# patch_stream_sched

--- src/rtl/vit_pkg.sv ---
// vit_pkg: types and geometry shared by the ViT patchifier and embedding front end.
package vit_pkg;
    localparam int VIT_PIXEL_WIDTH       = 24;
    localparam int VIT_TOTAL_NUM_PATCHES = 16;
    localparam int VIT_PATCH_VECTOR_SIZE = 256;
    localparam int VIT_BEAT_PIXELS       = 4;
    localparam int VIT_TIMEOUT_CYCLES    = 8192;
    typedef enum logic [1:0] {
        PF_IDLE       = 2'd0,
        PF_PROCESSING = 2'd1,
        PF_DONE       = 2'd2
    } pf_state_t;
    typedef enum logic [2:0] {
        S_IDLE, S_LAUNCH, S_WAIT_PF, S_STREAM, S_DRAIN, S_RELEASE
    } sched_state_t;
endpackage

--- src/rtl/stream_out_reg.sv ---
// stream_out_reg: single-entry valid/ready output register; can_load_o says a load will not overwrite a pending beat.
module stream_out_reg #(
    parameter int W = 8
) (
    input  logic         clk,
    input  logic         reset,
    input  logic         load_i,
    input  logic         ready_i,
    input  logic [W-1:0] data_i,
    output logic         can_load_o,
    output logic         valid_o,
    output logic [W-1:0] data_o
);
    logic         valid_q;
    logic [W-1:0] data_q;
    always_ff @(posedge clk or posedge reset) begin
        if (reset) begin
            valid_q <= 1'b0;
            data_q  <= '0;
        end else if (load_i) begin
            valid_q <= 1'b1;
            data_q  <= data_i;
        end else if (ready_i) begin
            valid_q <= 1'b0;
        end
    end
    assign can_load_o = !valid_q || ready_i;
    assign valid_o    = valid_q;
    assign data_o     = data_q;
endmodule

--- src/rtl/patch_stream_sched.sv ---
// patch_stream_sched: launches one patchification per start, then streams all_patches
// as BEAT_PIXELS-wide valid/ready beats and releases the patchifier.
module patch_stream_sched
    import vit_pkg::*;
#(
    parameter int PIXEL_WIDTH       = VIT_PIXEL_WIDTH,
    parameter int TOTAL_NUM_PATCHES = VIT_TOTAL_NUM_PATCHES,
    parameter int PATCH_VECTOR_SIZE = VIT_PATCH_VECTOR_SIZE,
    parameter int BEAT_PIXELS       = VIT_BEAT_PIXELS,
    parameter int TIMEOUT_CYCLES    = VIT_TIMEOUT_CYCLES
) (
    input  logic                                 clk,
    input  logic                                 reset,
    input  logic                                 start,
    output logic                                 busy,
    output logic                                 done,
    output logic                                 err,
    output logic                                 pf_en,
    output logic                                 pf_output_taken,
    input  logic [1:0]                           pf_state,
    output logic [$clog2(TOTAL_NUM_PATCHES)-1:0] rd_patch,
    output logic [$clog2(PATCH_VECTOR_SIZE)-1:0] rd_pos,
    input  logic [BEAT_PIXELS*PIXEL_WIDTH-1:0]   rd_data,
    output logic                                 out_valid,
    input  logic                                 out_ready,
    output logic [BEAT_PIXELS*PIXEL_WIDTH-1:0]   out_data,
    output logic [$clog2(TOTAL_NUM_PATCHES)-1:0] out_patch,
    output logic                                 out_sop,
    output logic                                 out_eop,
    output logic                                 out_eof
);
    localparam int BEATS = PATCH_VECTOR_SIZE / BEAT_PIXELS;
    localparam int PW    = $clog2(TOTAL_NUM_PATCHES);
    localparam int VW    = $clog2(PATCH_VECTOR_SIZE);
    localparam int BW    = $clog2(BEATS);
    localparam int TW    = $clog2(TIMEOUT_CYCLES);
    localparam int DW    = BEAT_PIXELS * PIXEL_WIDTH;

    sched_state_t  state_q, state_d;
    logic [BW-1:0] beat_q, beat_d;
    logic [PW-1:0] patch_q, patch_d;
    logic [TW-1:0] tmo_q, tmo_d;
    logic          err_q, err_d, stale_q, stale_d, done_q;
    logic          last_beat, last_patch, can_load, load;

    assign last_beat  = beat_q == BW'(BEATS - 1);
    assign last_patch = patch_q == PW'(TOTAL_NUM_PATCHES - 1);
    assign load       = (state_q == S_STREAM) && can_load;

    always_comb begin
        state_d = state_q;
        beat_d  = beat_q;
        patch_d = patch_q;
        tmo_d   = tmo_q;
        err_d   = err_q;
        stale_d = stale_q;
        case (state_q)
            S_IDLE: if (start) begin
                state_d = S_LAUNCH;
                err_d   = 1'b0;
            end
            // A DONE seen before we launched is left over from an earlier job: release it and relaunch.
            S_LAUNCH: if (pf_state == PF_PROCESSING) begin
                state_d = S_WAIT_PF;
                tmo_d   = '0;
            end else if (pf_state == PF_DONE) begin
                state_d = S_RELEASE;
                stale_d = 1'b1;
            end
            S_WAIT_PF: if (pf_state == PF_DONE) begin
                state_d = S_STREAM;
                beat_d  = '0;
                patch_d = '0;
            end else if (tmo_q == TW'(TIMEOUT_CYCLES - 1)) begin
                state_d = S_IDLE;
                err_d   = 1'b1;
            end else begin
                tmo_d = tmo_q + 1'b1;
            end
            S_STREAM: if (load) begin
                beat_d  = last_beat ? '0 : beat_q + 1'b1;
                patch_d = last_beat ? (last_patch ? '0 : patch_q + 1'b1) : patch_q;
                state_d = (last_beat && last_patch) ? S_DRAIN : S_STREAM;
            end
            S_DRAIN: if (out_valid && out_ready) state_d = S_RELEASE;
            S_RELEASE: begin
                state_d = stale_q ? S_LAUNCH : S_IDLE;
                stale_d = 1'b0;
            end
            default: state_d = S_IDLE;
        endcase
    end

    always_ff @(posedge clk or posedge reset) begin
        if (reset) begin
            state_q <= S_IDLE;
            beat_q  <= '0;
            patch_q <= '0;
            tmo_q   <= '0;
            err_q   <= 1'b0;
            stale_q <= 1'b0;
            done_q  <= 1'b0;
        end else begin
            state_q <= state_d;
            beat_q  <= beat_d;
            patch_q <= patch_d;
            tmo_q   <= tmo_d;
            err_q   <= err_d;
            stale_q <= stale_d;
            done_q  <= (state_q == S_RELEASE) && !stale_q;
        end
    end

    stream_out_reg #(.W(PW + 3 + DW)) u_out (
        .clk        (clk),
        .reset      (reset),
        .load_i     (load),
        .ready_i    (out_ready),
        .data_i     ({patch_q, beat_q == '0, last_beat, last_beat && last_patch, rd_data}),
        .can_load_o (can_load),
        .valid_o    (out_valid),
        .data_o     ({out_patch, out_sop, out_eop, out_eof, out_data})
    );

    assign busy            = state_q != S_IDLE;
    assign done            = done_q;
    assign err             = err_q;
    assign pf_en           = (state_q == S_LAUNCH) && (pf_state == PF_IDLE);
    assign pf_output_taken = state_q == S_RELEASE;
    assign rd_patch        = patch_q;
    assign rd_pos          = VW'(beat_q) * VW'(BEAT_PIXELS);
endmodule

--- config.mk ---
export PLATFORM = sky130hd
export DESIGN_NAME = patch_stream_sched
export DESIGN_NICKNAME = d
export VERILOG_FILES = /design/src/rtl/vit_pkg.sv /design/src/rtl/stream_out_reg.sv /design/src/rtl/patch_stream_sched.sv
export SDC_FILE = /design/constraint.sdc
export NUM_CORES = 1
export LEC_CHECK = 0
export CAP_MARGIN = 5
export CORE_ASPECT_RATIO = 1.25
export CORE_MARGIN = 5
export CORE_UTILIZATION = 44
export DETAILED_ROUTE_END_ITERATION = 16
export GPL_ROUTABILITY_DRIVEN = 1
export PLACE_DENSITY = 0.84
export SETUP_SLACK_MARGIN = 0.3
export SLEW_MARGIN = 20
export SYNTH_ARGS = -nofsm -noshare
export SYNTH_HDL_FRONTEND = slang
export SYNTH_SLANG_ARGS = --single-unit
--- constraint.sdc ---
create_clock -name clk -period 6.1 [get_ports clk]
set_input_delay 1.22 -clock clk [delete_from_list [all_inputs] [get_ports clk]]
set_output_delay 1.22 -clock clk [all_outputs]
set_load 0.02 [all_outputs]
# csr_file

## src/rtl/csr_pkg.sv

```systemverilog
// Shared constants for the machine-mode CSR file: addresses, op encodings,
// mstatus bit positions and trap cause codes.
package csr_pkg;

  localparam logic [11:0] CSR_MSTATUS   = 12'h300;
  localparam logic [11:0] CSR_MIE       = 12'h304;
  localparam logic [11:0] CSR_MTVEC     = 12'h305;
  localparam logic [11:0] CSR_MSCRATCH  = 12'h340;
  localparam logic [11:0] CSR_MEPC      = 12'h341;
  localparam logic [11:0] CSR_MCAUSE    = 12'h342;
  localparam logic [11:0] CSR_MTVAL     = 12'h343;
  localparam logic [11:0] CSR_MIP       = 12'h344;
  localparam logic [11:0] CSR_MCYCLE    = 12'hB00;
  localparam logic [11:0] CSR_MCYCLEH   = 12'hB80;
  localparam logic [11:0] CSR_MINSTRET  = 12'hB02;
  localparam logic [11:0] CSR_MINSTRETH = 12'hB82;

  typedef enum logic [1:0] {
    CSR_OP_READ = 2'b00,
    CSR_OP_RW   = 2'b01,
    CSR_OP_RS   = 2'b10,
    CSR_OP_RC   = 2'b11
  } csr_op_e;

  localparam int MSTATUS_MIE    = 3;
  localparam int MSTATUS_MPIE   = 7;
  localparam int MSTATUS_MPP_LO = 11;

  localparam logic [4:0] EXC_INSTR_MISALIGNED = 5'd0;
  localparam logic [4:0] EXC_INSTR_FAULT      = 5'd1;
  localparam logic [4:0] EXC_ILLEGAL_INSTR    = 5'd2;
  localparam logic [4:0] EXC_BREAKPOINT       = 5'd3;
  localparam logic [4:0] EXC_ECALL_M          = 5'd11;

  localparam int IRQ_CAUSE_BASE = 16;
  localparam int IRQ_IDX_W      = 4;

endpackage

```

## src/rtl/csr_irq_arbiter.sv

```systemverilog
// Fixed-priority interrupt arbiter: lowest pending channel index wins.
module csr_irq_arbiter
  import csr_pkg::*;
#(
  parameter int N = 4
) (
  input  logic [N-1:0]         pend_i,
  output logic                 valid_o,
  output logic [IRQ_IDX_W-1:0] idx_o
);

  always_comb begin
    valid_o = |pend_i;
    idx_o   = '0;
    // Walk downward so the lowest set bit is the last assignment.
    for (int i = N - 1; i >= 0; i--) begin
      if (pend_i[i]) idx_o = IRQ_IDX_W'(i);
    end
  end

endmodule

```

## src/rtl/csr_file.sv

```systemverilog
// Machine-mode CSR file with Zicsr RW/RS/RC access, trap entry and MRET.
// Define CSR_COUNTERS_EN to add the 64-bit mcycle/minstret counters.
module csr_file
  import csr_pkg::*;
#(
  parameter int              XLEN        = 32,
  parameter int              NUM_IRQ     = 4,
  parameter logic [XLEN-1:0] RESET_MTVEC = '0
) (
  input  logic               clk,
  input  logic               rst_n,
  input  logic               csr_en,
  input  logic [1:0]         csr_op,
  input  logic [11:0]        csr_addr,
  input  logic [XLEN-1:0]    csr_wdata,
  output logic [XLEN-1:0]    csr_rdata,
  output logic               csr_illegal,
  input  logic               except_i,
  input  logic [4:0]         except_cause,
  input  logic [XLEN-1:0]    except_tval,
  input  logic [XLEN-1:0]    cur_pc,
  input  logic               instr_valid,
  input  logic               retire_i,
  input  logic               mret_i,
  input  logic [NUM_IRQ-1:0] irq_i,
  output logic               trap_o,
  output logic [XLEN-1:0]    trap_vector,
  output logic [XLEN-1:0]    mepc_o
);

  logic               mstatus_mie_q, mstatus_mie_d;
  logic               mstatus_mpie_q, mstatus_mpie_d;
  logic [NUM_IRQ-1:0] mie_q, mie_d;
  logic [NUM_IRQ-1:0] irq_q, irq_d;
  logic [XLEN-1:0]    mtvec_q, mtvec_d;
  logic [XLEN-1:0]    mscratch_q, mscratch_d;
  logic [XLEN-1:0]    mepc_q, mepc_d;
  logic [XLEN-1:0]    mcause_q, mcause_d;
  logic [XLEN-1:0]    mtval_q, mtval_d;

`ifdef CSR_COUNTERS_EN
  logic [63:0] mcycle_q, mcycle_d;
  logic [63:0] minstret_q, minstret_d;
`else
  logic unused_retire;
  assign unused_retire = retire_i;
`endif

  logic [XLEN-1:0]      mstatus_rd, mie_rd, mip_rd;
  logic                 addr_hit, addr_ro;
  logic                 wr_req, wr_en;
  logic [XLEN-1:0]      new_val;
  logic                 irq_valid, irq_take, trap;
  logic [IRQ_IDX_W-1:0] irq_idx;
  logic [XLEN-1:0]      irq_cause;

  always_comb begin
    mstatus_rd                                    = '0;
    mstatus_rd[MSTATUS_MIE]                       = mstatus_mie_q;
    mstatus_rd[MSTATUS_MPIE]                      = mstatus_mpie_q;
    mstatus_rd[MSTATUS_MPP_LO+1:MSTATUS_MPP_LO]   = 2'b11;
    mie_rd                                        = '0;
    mie_rd[IRQ_CAUSE_BASE +: NUM_IRQ]             = mie_q;
    mip_rd                                        = '0;
    mip_rd[IRQ_CAUSE_BASE +: NUM_IRQ]             = irq_q;
  end

  always_comb begin
    csr_rdata = '0;
    addr_hit  = 1'b1;
    addr_ro   = 1'b0;
    case (csr_addr)
      CSR_MSTATUS:   csr_rdata = mstatus_rd;
      CSR_MIE:       csr_rdata = mie_rd;
      CSR_MTVEC:     csr_rdata = mtvec_q;
      CSR_MSCRATCH:  csr_rdata = mscratch_q;
      CSR_MEPC:      csr_rdata = mepc_q;
      CSR_MCAUSE:    csr_rdata = mcause_q;
      CSR_MTVAL:     csr_rdata = mtval_q;
      CSR_MIP: begin
        csr_rdata = mip_rd;
        addr_ro   = 1'b1;
      end
`ifdef CSR_COUNTERS_EN
      CSR_MCYCLE:    csr_rdata = mcycle_q[31:0];
      CSR_MCYCLEH:   csr_rdata = mcycle_q[63:32];
      CSR_MINSTRET:  csr_rdata = minstret_q[31:0];
      CSR_MINSTRETH: csr_rdata = minstret_q[63:32];
`endif
      default:       addr_hit  = 1'b0;
    endcase
  end

  // Set/clear with a zero mask is a pure read and never counts as a write.
  assign wr_req = csr_en & ((csr_op == CSR_OP_RW) |
                            (((csr_op == CSR_OP_RS) | (csr_op == CSR_OP_RC)) & (|csr_wdata)));

  always_comb begin
    case (csr_op)
      CSR_OP_RW: new_val = csr_wdata;
      CSR_OP_RS: new_val = csr_rdata | csr_wdata;
      CSR_OP_RC: new_val = csr_rdata & ~csr_wdata;
      default:   new_val = csr_rdata;
    endcase
  end

  assign csr_illegal = csr_en & (~addr_hit | (addr_ro & wr_req));

  csr_irq_arbiter #(.N(NUM_IRQ)) u_irq_arb (
    .pend_i  (irq_q & mie_q),
    .valid_o (irq_valid),
    .idx_o   (irq_idx)
  );

  assign irq_take  = irq_valid & mstatus_mie_q & instr_valid;
  assign trap      = except_i | irq_take;
  assign wr_en     = wr_req & addr_hit & ~addr_ro & ~trap;
  assign irq_cause = XLEN'(IRQ_CAUSE_BASE) + XLEN'(irq_idx);

  assign trap_o      = trap;
  assign mepc_o      = mepc_q;
  // Vectored mode offsets only interrupts; exceptions always land on the base.
  assign trap_vector = {mtvec_q[XLEN-1:2], 2'b00} +
                       ((mtvec_q[0] & irq_take & ~except_i) ? (irq_cause << 2) : '0);

  always_comb begin
    mstatus_mie_d  = mstatus_mie_q;
    mstatus_mpie_d = mstatus_mpie_q;
    mie_d          = mie_q;
    irq_d          = irq_i;
    mtvec_d        = mtvec_q;
    mscratch_d     = mscratch_q;
    mepc_d         = mepc_q;
    mcause_d       = mcause_q;
    mtval_d        = mtval_q;
`ifdef CSR_COUNTERS_EN
    mcycle_d       = mcycle_q + 64'd1;
    minstret_d     = (retire_i & ~trap) ? minstret_q + 64'd1 : minstret_q;
`endif

    if (wr_en) begin
      case (csr_addr)
        CSR_MSTATUS: begin
          mstatus_mie_d  = new_val[MSTATUS_MIE];
          mstatus_mpie_d = new_val[MSTATUS_MPIE];
        end
        CSR_MIE:       mie_d      = new_val[IRQ_CAUSE_BASE +: NUM_IRQ];
        CSR_MTVEC:     mtvec_d    = {new_val[XLEN-1:2], 1'b0, new_val[0]};
        CSR_MSCRATCH:  mscratch_d = new_val;
        CSR_MEPC:      mepc_d     = {new_val[XLEN-1:2], 2'b00};
        CSR_MCAUSE:    mcause_d   = new_val;
        CSR_MTVAL:     mtval_d    = new_val;
`ifdef CSR_COUNTERS_EN
        CSR_MCYCLE:    mcycle_d   = {mcycle_q[63:32], new_val};
        CSR_MCYCLEH:   mcycle_d   = {new_val, mcycle_q[31:0]};
        CSR_MINSTRET:  minstret_d = {minstret_q[63:32], new_val};
        CSR_MINSTRETH: minstret_d = {new_val, minstret_q[31:0]};
`endif
        default: ;
      endcase
    end

    if (mret_i && !trap) begin
      mstatus_mie_d  = mstatus_mpie_q;
      mstatus_mpie_d = 1'b1;
    end

    if (trap) begin
      mepc_d         = {cur_pc[XLEN-1:2], 2'b00};
      mstatus_mpie_d = mstatus_mie_q;
      mstatus_mie_d  = 1'b0;
      if (except_i) begin
        mcause_d = XLEN'(except_cause);
        mtval_d  = except_tval;
      end else begin
        mcause_d = {1'b1, irq_cause[XLEN-2:0]};
        mtval_d  = '0;
      end
    end
  end

  always_ff @(posedge clk or negedge rst_n) begin
    if (!rst_n) begin
      mstatus_mie_q  <= 1'b0;
      mstatus_mpie_q <= 1'b0;
      mie_q          <= '0;
      irq_q          <= '0;
      mtvec_q        <= {RESET_MTVEC[XLEN-1:2], 1'b0, RESET_MTVEC[0]};
      mscratch_q     <= '0;
      mepc_q         <= '0;
      mcause_q       <= '0;
      mtval_q        <= '0;
`ifdef CSR_COUNTERS_EN
      mcycle_q       <= '0;
      minstret_q     <= '0;
`endif
    end else begin
      mstatus_mie_q  <= mstatus_mie_d;
      mstatus_mpie_q <= mstatus_mpie_d;
      mie_q          <= mie_d;
      irq_q          <= irq_d;
      mtvec_q        <= mtvec_d;
      mscratch_q     <= mscratch_d;
      mepc_q         <= mepc_d;
      mcause_q       <= mcause_d;
      mtval_q        <= mtval_d;
`ifdef CSR_COUNTERS_EN
      mcycle_q       <= mcycle_d;
      minstret_q     <= minstret_d;
`endif
    end
  end

endmodule

```

## config.mk

```make
export PLATFORM = sky130hd
export DESIGN_NAME = csr_file
export DESIGN_NICKNAME = d
export VERILOG_FILES = /design/src/rtl/csr_pkg.sv /design/src/rtl/csr_irq_arbiter.sv /design/src/rtl/csr_file.sv
export SDC_FILE = /design/constraint.sdc
export NUM_CORES = 1
export LEC_CHECK = 0
export ABC_CLOCK_PERIOD_IN_PS = 10600
export CAP_MARGIN = 5
export CORE_ASPECT_RATIO = 0.7
export CORE_MARGIN = 4
export CORE_UTILIZATION = 55
export DETAILED_ROUTE_END_ITERATION = 8
export GPL_TIMING_DRIVEN = 1
export PLACE_DENSITY = 0.88
export SYNTH_ARGS = -nofsm -noshare
export SYNTH_HDL_FRONTEND = slang
export SYNTH_SLANG_ARGS = --single-unit
export TNS_END_PERCENT = 5
```

## constraint.sdc

```tcl
create_clock -name clk -period 10.6 [get_ports clk]
set_input_delay 2.65 -clock clk [delete_from_list [all_inputs] [get_ports clk]]
set_output_delay 2.65 -clock clk [all_outputs]
set_load 0.03 [all_outputs]
```

# spike_event_logger

$ cat config.mk
export PLATFORM = sky130hd
export DESIGN_NAME = spike_event_logger
export DESIGN_NICKNAME = d
export VERILOG_FILES = /design/src/rtl/spike_event_logger.sv
export SDC_FILE = /design/constraint.sdc
export NUM_CORES = 1
export LEC_CHECK = 0
export CAP_MARGIN = 20
export CORE_MARGIN = 4
export CORE_UTILIZATION = 30
export DETAILED_ROUTE_END_ITERATION = 8
export GPL_TIMING_DRIVEN = 0
export PLACE_DENSITY = 0.53
export RECOVER_POWER = 50
export SLEW_MARGIN = 20
export SYNTH_ARGS = -nofsm -noshare
export SYNTH_HDL_FRONTEND = slang
export SYNTH_SLANG_ARGS = --single-unit
export TNS_END_PERCENT = 100
$ cat constraint.sdc
create_clock -name clk -period 2.42 [get_ports clk]
set_input_delay 0.242 -clock clk [delete_from_list [all_inputs] [get_ports clk]]
set_output_delay 0.242 -clock clk [all_outputs]
set_load 0.05 [all_outputs]
$ cat src/rtl/spike_event_logger.sv
// Spike event logger: timestamps rising edges of the LIF spike line into a
// first-word-fall-through FIFO, with a saturating spike counter and sticky overflow.
module spike_event_logger #(
  parameter int TS_WIDTH  = 8,
  parameter int DEPTH     = 4,
  parameter int CNT_WIDTH = 8
) (
  input  logic                   clk,
  input  logic                   rst_n,
  input  logic                   spike,
  input  logic                   clear,
  output logic                   ev_valid,
  input  logic                   ev_ready,
  output logic [TS_WIDTH-1:0]    ev_ts,
  output logic [$clog2(DEPTH):0] ev_level,
  output logic [CNT_WIDTH-1:0]   spike_count,
  output logic                   overflow
);
  localparam int          AW         = $clog2(DEPTH);
  localparam logic [AW:0] FULL_LEVEL = (AW+1)'(DEPTH);

  logic [TS_WIDTH-1:0] ts_cnt;
  logic                spike_q;
  logic [AW-1:0]       wr_ptr;
  logic [AW-1:0]       rd_ptr;
  logic [TS_WIDTH-1:0] mem [DEPTH];

  logic spike_edge;
  logic full;
  logic pop;
  logic push;
  logic drop;

  assign spike_edge = spike & ~spike_q;
  assign full       = (ev_level == FULL_LEVEL);
  assign ev_valid   = (ev_level != '0);
  assign ev_ts      = ev_valid ? mem[rd_ptr] : '0;

  // A pop frees the slot the same cycle, so an edge at full is still accepted.
  assign pop  = ev_valid & ev_ready & ~clear;
  assign push = spike_edge & (~full | pop) & ~clear;
  assign drop = spike_edge & full & ~pop & ~clear;

  // NOTE: the storage array has no reset; ev_level gates ev_ts so stale
  // contents are never visible, and leaving it unreset keeps it a plain RAM.
  always_ff @(posedge clk) begin
    if (push) mem[wr_ptr] <= ts_cnt;
  end

  // NOTE: all state updates use non-blocking assignments so every register
  // samples the pre-edge values, e.g. the event word is the pre-increment ts_cnt.
  always_ff @(posedge clk or negedge rst_n) begin
    if (!rst_n) begin
      ts_cnt      <= '0;
      spike_q     <= 1'b0;
      wr_ptr      <= '0;
      rd_ptr      <= '0;
      ev_level    <= '0;
      spike_count <= '0;
      overflow    <= 1'b0;
    end else begin
      // spike_q keeps sampling through clear so a held spike is not re-logged.
      spike_q <= spike;
      if (clear) begin
        ts_cnt      <= '0;
        wr_ptr      <= '0;
        rd_ptr      <= '0;
        ev_level    <= '0;
        spike_count <= '0;
        overflow    <= 1'b0;
      end else begin
        ts_cnt <= ts_cnt + 1'b1;
        if (push) wr_ptr <= wr_ptr + 1'b1;
        if (pop)  rd_ptr <= rd_ptr + 1'b1;
        if (push && !pop)      ev_level <= ev_level + 1'b1;
        else if (pop && !push) ev_level <= ev_level - 1'b1;
        if (drop) overflow <= 1'b1;
        if (spike_edge && (spike_count != '1)) spike_count <= spike_count + 1'b1;
      end
    end
  end
endmodule


==> gallery <==
Routing congestion.
picture 1
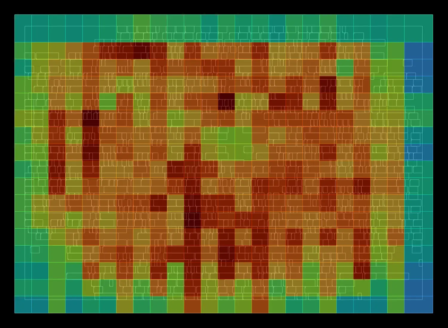
picture 2
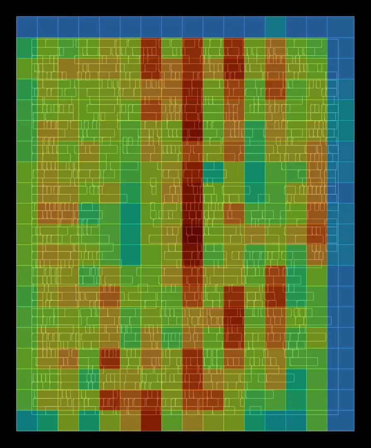
picture 3
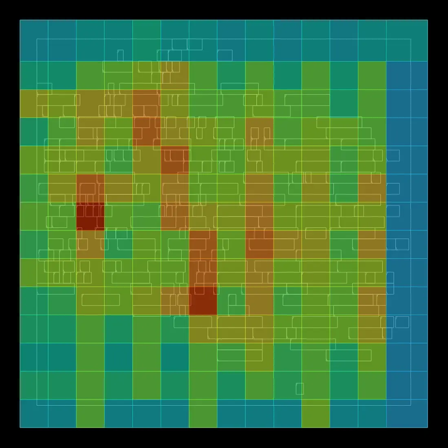
- csr_file = picture 1
- patch_stream_sched = picture 2
- spike_event_logger = picture 3
Of these, highest track usage: picture 1
Of these, most wire per cell: picture 1

**spike_event_logger: signal wires on met1**

Scale: 6 px per um. Supply wires on this layer in gray. Cells faint in the background.
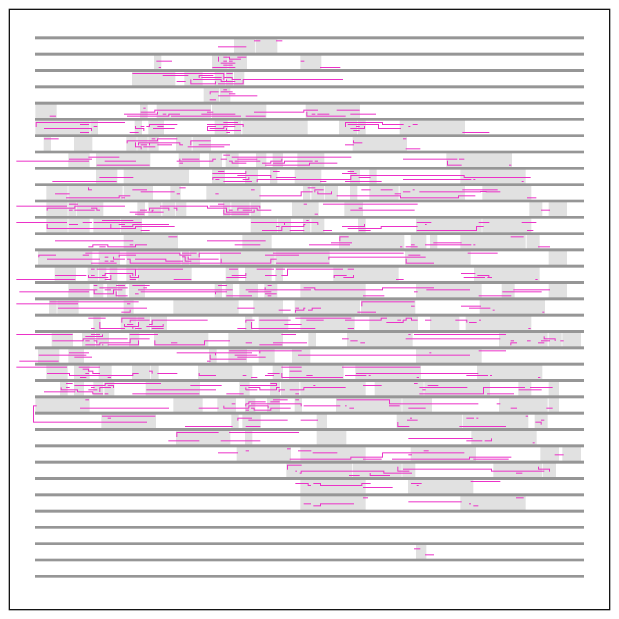
The layer carries 2310 um of wire. 209 nets have wire on it.
GR Util met1: 14.5%
vias: 1572

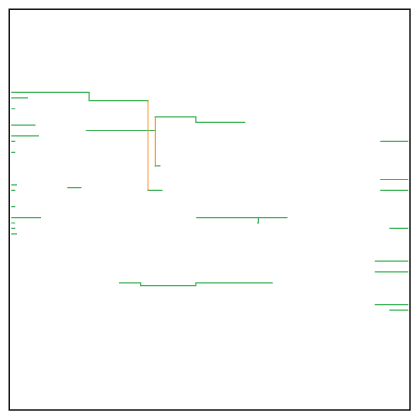
**Above:** spike_event_logger (wiring by layer).
Scale: 4 px per um. Only two layers are drawn.
Key: orange = metal 4 [wire length 34.7 um]; green = metal 3 [wire length 233 um]
routed len/inst: 14.9 um
gr usage total: 11.0%
DRT Wirelength: 4940 um

==> job_summary.md, spike_event_logger <==
## PnR job results

| Metric | Value |
|---|---|
| Vert. Die Dim | `around 100 um` |
| Crit path DRT | `2.18 ns` |
| Power in the clock group | `approximately 1100 uW` |
| Inverter count | `6` |
| Reg-to-reg critical path startpoint | `ev_level[1]$_DFFE_PN0P_` |
| HPWL after detailed placement | `3260 um` |
| Rows | `33` |
| Crit-path max FO | `10` |
| Yosys xor share | `just over 4%` |
| Syn Area/Cell | `13.5 um2` |
| Final WS setup | `0.135 ns` |
| Clock Pin Slew Worst Setup and Hold Paths | `0.07 ns` |
| Most instantiated logic cell after routing | `edfxtp_1` |
| RSZ-0062 raised after global routing | `no` |
| Port buffer count | `24` |
| Non-clk buf share | `7.88%` |
| Num sequential | `57` |
| Post-Syn Instances | `187` |
| Max transition margin | `under 10%` |
| Non-clock buffers | `30` |
| Met3 Use GR | `4.79%` |
| Status | `complete, no violations` |
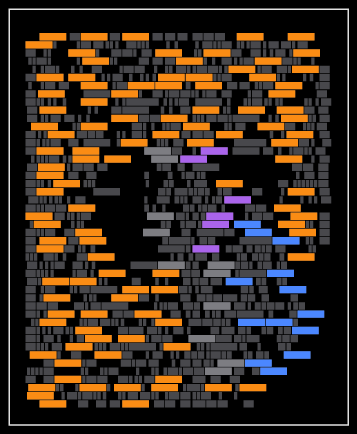
**Above:** patch_stream_sched (where the registers sit).
Scale: 3 px per um. Other sequential cells in the stronger gray, the rest of the logic in the fainter gray.
Key: orange = u_out.data_o [flops 103, where all over the die]; blue = tmo_q [flops 13]; purple = beat_q [flops 6, where center]
Another 11 sequential cells are not colored.
Seq area share: 38.5%
FF+latch area: 3330 um2

==> job_summary.md, patch_stream_sched <==
## PnR job results

| Metric | Value |
|---|---|
| Int Power | `2730 uW` |
| Init Core Util | `45.2%` |
| DP Area | `between 8000 and 9000 um2` |
| Hold Buf Count CTS | `0` |
| Asr flop ratio synth | `100%` |
| Clock-cell share | `6.91%` |
| Seq power | `1470 uW` |
| Max transition margin | `43.9%` |
| Worst Tran Pin Value | `0.841 ns` |
| Worst vdd ir | `258 uV` |
| First-pass GRT wire length | `between 20000 and 30000 um` |
| Yosys xor share | `less than 1%` |
| Seq pwr share | `33.9%` |
| Met2 WL | `7940 um` |
| Synth Area in Compound Gates | `5.74%` |
| Vert. Die Dim | `138 um` |
| Met3 Use GR | `7.86%` |
| Num sequential | `around 130` |
| Gr busiest metal | `met2` |
| Clock buf count | `18` |
| Yosys simple share | `about 30%` |
| Initial antenna violation count | `0` |
| WP buf/inv | `3` |
| Metal-1 WL | `5970 um` |
| Vias per inst | `between 4 and 5` |
| Top FF cell, synth | `dfrtp_1` |
| Port buffer count | `220` |
| Max Fclk | `257 MHz` |
| Fraction of met2 tracks used by global routing | `34.6%` |
| Chip area | `15500 um2` |
| Critical Path Source Type | `input port` |
| Fin area | `8640 um2` |
| FF-to-FF End | `tmo_q[11]$_DFFE_PP0P_` |
| Power in the clock group | `about 1000 uW` |
| Seq share, synth | `57.6%` |
| Status | `complete, no violations` |
| Final #Nets | `966` |
| Dpl cells | `1006` |
| WS Path Type | `input port to output port` |
| DR pass1 iterations | `4` |
| GR Util met1 | `22.0%` |
| Cells on worst reg2reg path | `4` |
| Yosys adder share | `between 1.5 and 2%` |
| Hold Path Class | `flop to flop` |
| CORE AREA | `12800 um2` |
| Crit-path leading delay family | `buffers and inverters` |
| CP Capture Point | `pf_en` |
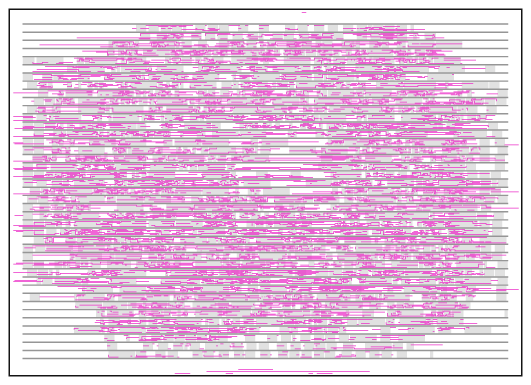
**Above:** csr_file (signal wires on met1).
Scale: 3 px per um. Supply wires on this layer in gray. Cells faint in the background.
The wires run mostly horizontal. The layer holds 38% of the routed length. The longest straight run is 60.7 um.
DRT Wirelength: 36800 um
GR Util met1: 48.3%
vias: 10.2k

==> job_summary.md, csr_file <==
## PnR job results

| Metric | Value |
|---|---|
| DP Area | `~12000 um2` |
| Commonest cells in the netlist | `nand2_1 (172), dfrtp_1 (167), o21ai_0 (132)` |
| Met2 WL | `16200 um` |
| Net Switching | `466 uW` |
| Metal3 WL | `5200 um` |
| Chip area | `20700 um2` |
| Endpoints failing hold | `0` |
| WS Path Type | `input port to output port` |
| Post-route ant nets | `0` |
| Largest registers | `mcause_q x32, mscratch_q x32, mtval_q x32` |
| Logic family by area | `AND-OR/OR-AND gates` |
| Flop-to-flop setup slack | `7.46 ns` |
| Gr usage total | `34.9%` |
| Crit path from | `instr_valid` |
| Routability cong. | `1.01` |
| Max Fclk | `approximately 110 MHz` |
| Gr busiest metal | `met2` |
| CTS sink count | `167` |
| Max-cap violations | `0` |
| CTS H-Tree Depth | `4` |
| Largest stage delay, worst path | `0.70 ns` |
| Fin crit share | `84.7%` |
| Fin area | `12900 um2` |
| Count of library flops with an enable pin | `0` |
| Power in the clock group | `between 600 and 700 uW` |
| Asr flop ratio synth | `100%` |
| Seq pwr share | `42.5%` |
| RSZ-0062 raised after global routing | `no` |
| Mapped Area | `10100 um2` |
| Yosys cell count | `1108` |
| Hold Path Class | `flop to flop` |
| Clock Path Buffers | `2` |
| Critical path depth | `15` |
| Reg-to-reg critical path startpoint | `irq_q[3]$_DFF_PN0_` |
| Dpl cells | `1493` |
| Total power | `1600 uW` |
| FF-to-FF End | `mtvec_q[2]$_DFFE_PN0P_` |
| Number of tapcells | `236` |
| WP buf/inv | `3` |
| CP Capture Point | `trap_vector[18]` |
| Post-synthesis cell type with the largest instance count | `nand2_1` |
| Post-Syn Instances | `between 1k and 1.5k` |
| Seq share, synth | `approximately 41%` |
| CTS tree | `built` |
| Switch share | `29.1%` |
| Status | `complete, no violations` |
| Diodes inserted | `0` |
| Die width | `170 um` |
| Io pins | `224` |
| Final WS setup | `roughly 1.6 ns` |
| Worst Tran Pin Value | `1.21 ns` |
| Vias in the first global route | `9847` |
| Number of DRC markers in iteration 0 | `between 1k and 1.5k` |
| Yosys adder share | `0.567%` |
| Clock buf count | `17` |
| Top FF cell, synth | `dfrtp_1` |
| Synth Area in Compound Gates | `roughly 22%` |
| Max-slew violations | `0` |
| CP max-delay cell | `clkdlybuf4s50_1` |
| Yosys simple share | `19.6%` |
| HPWL after detailed placement | `between 20000 and 25000 um` |
| Vert. Die Dim | `between 100 and 150 um` |

Power is estimated from default activity; no workload was simulated.
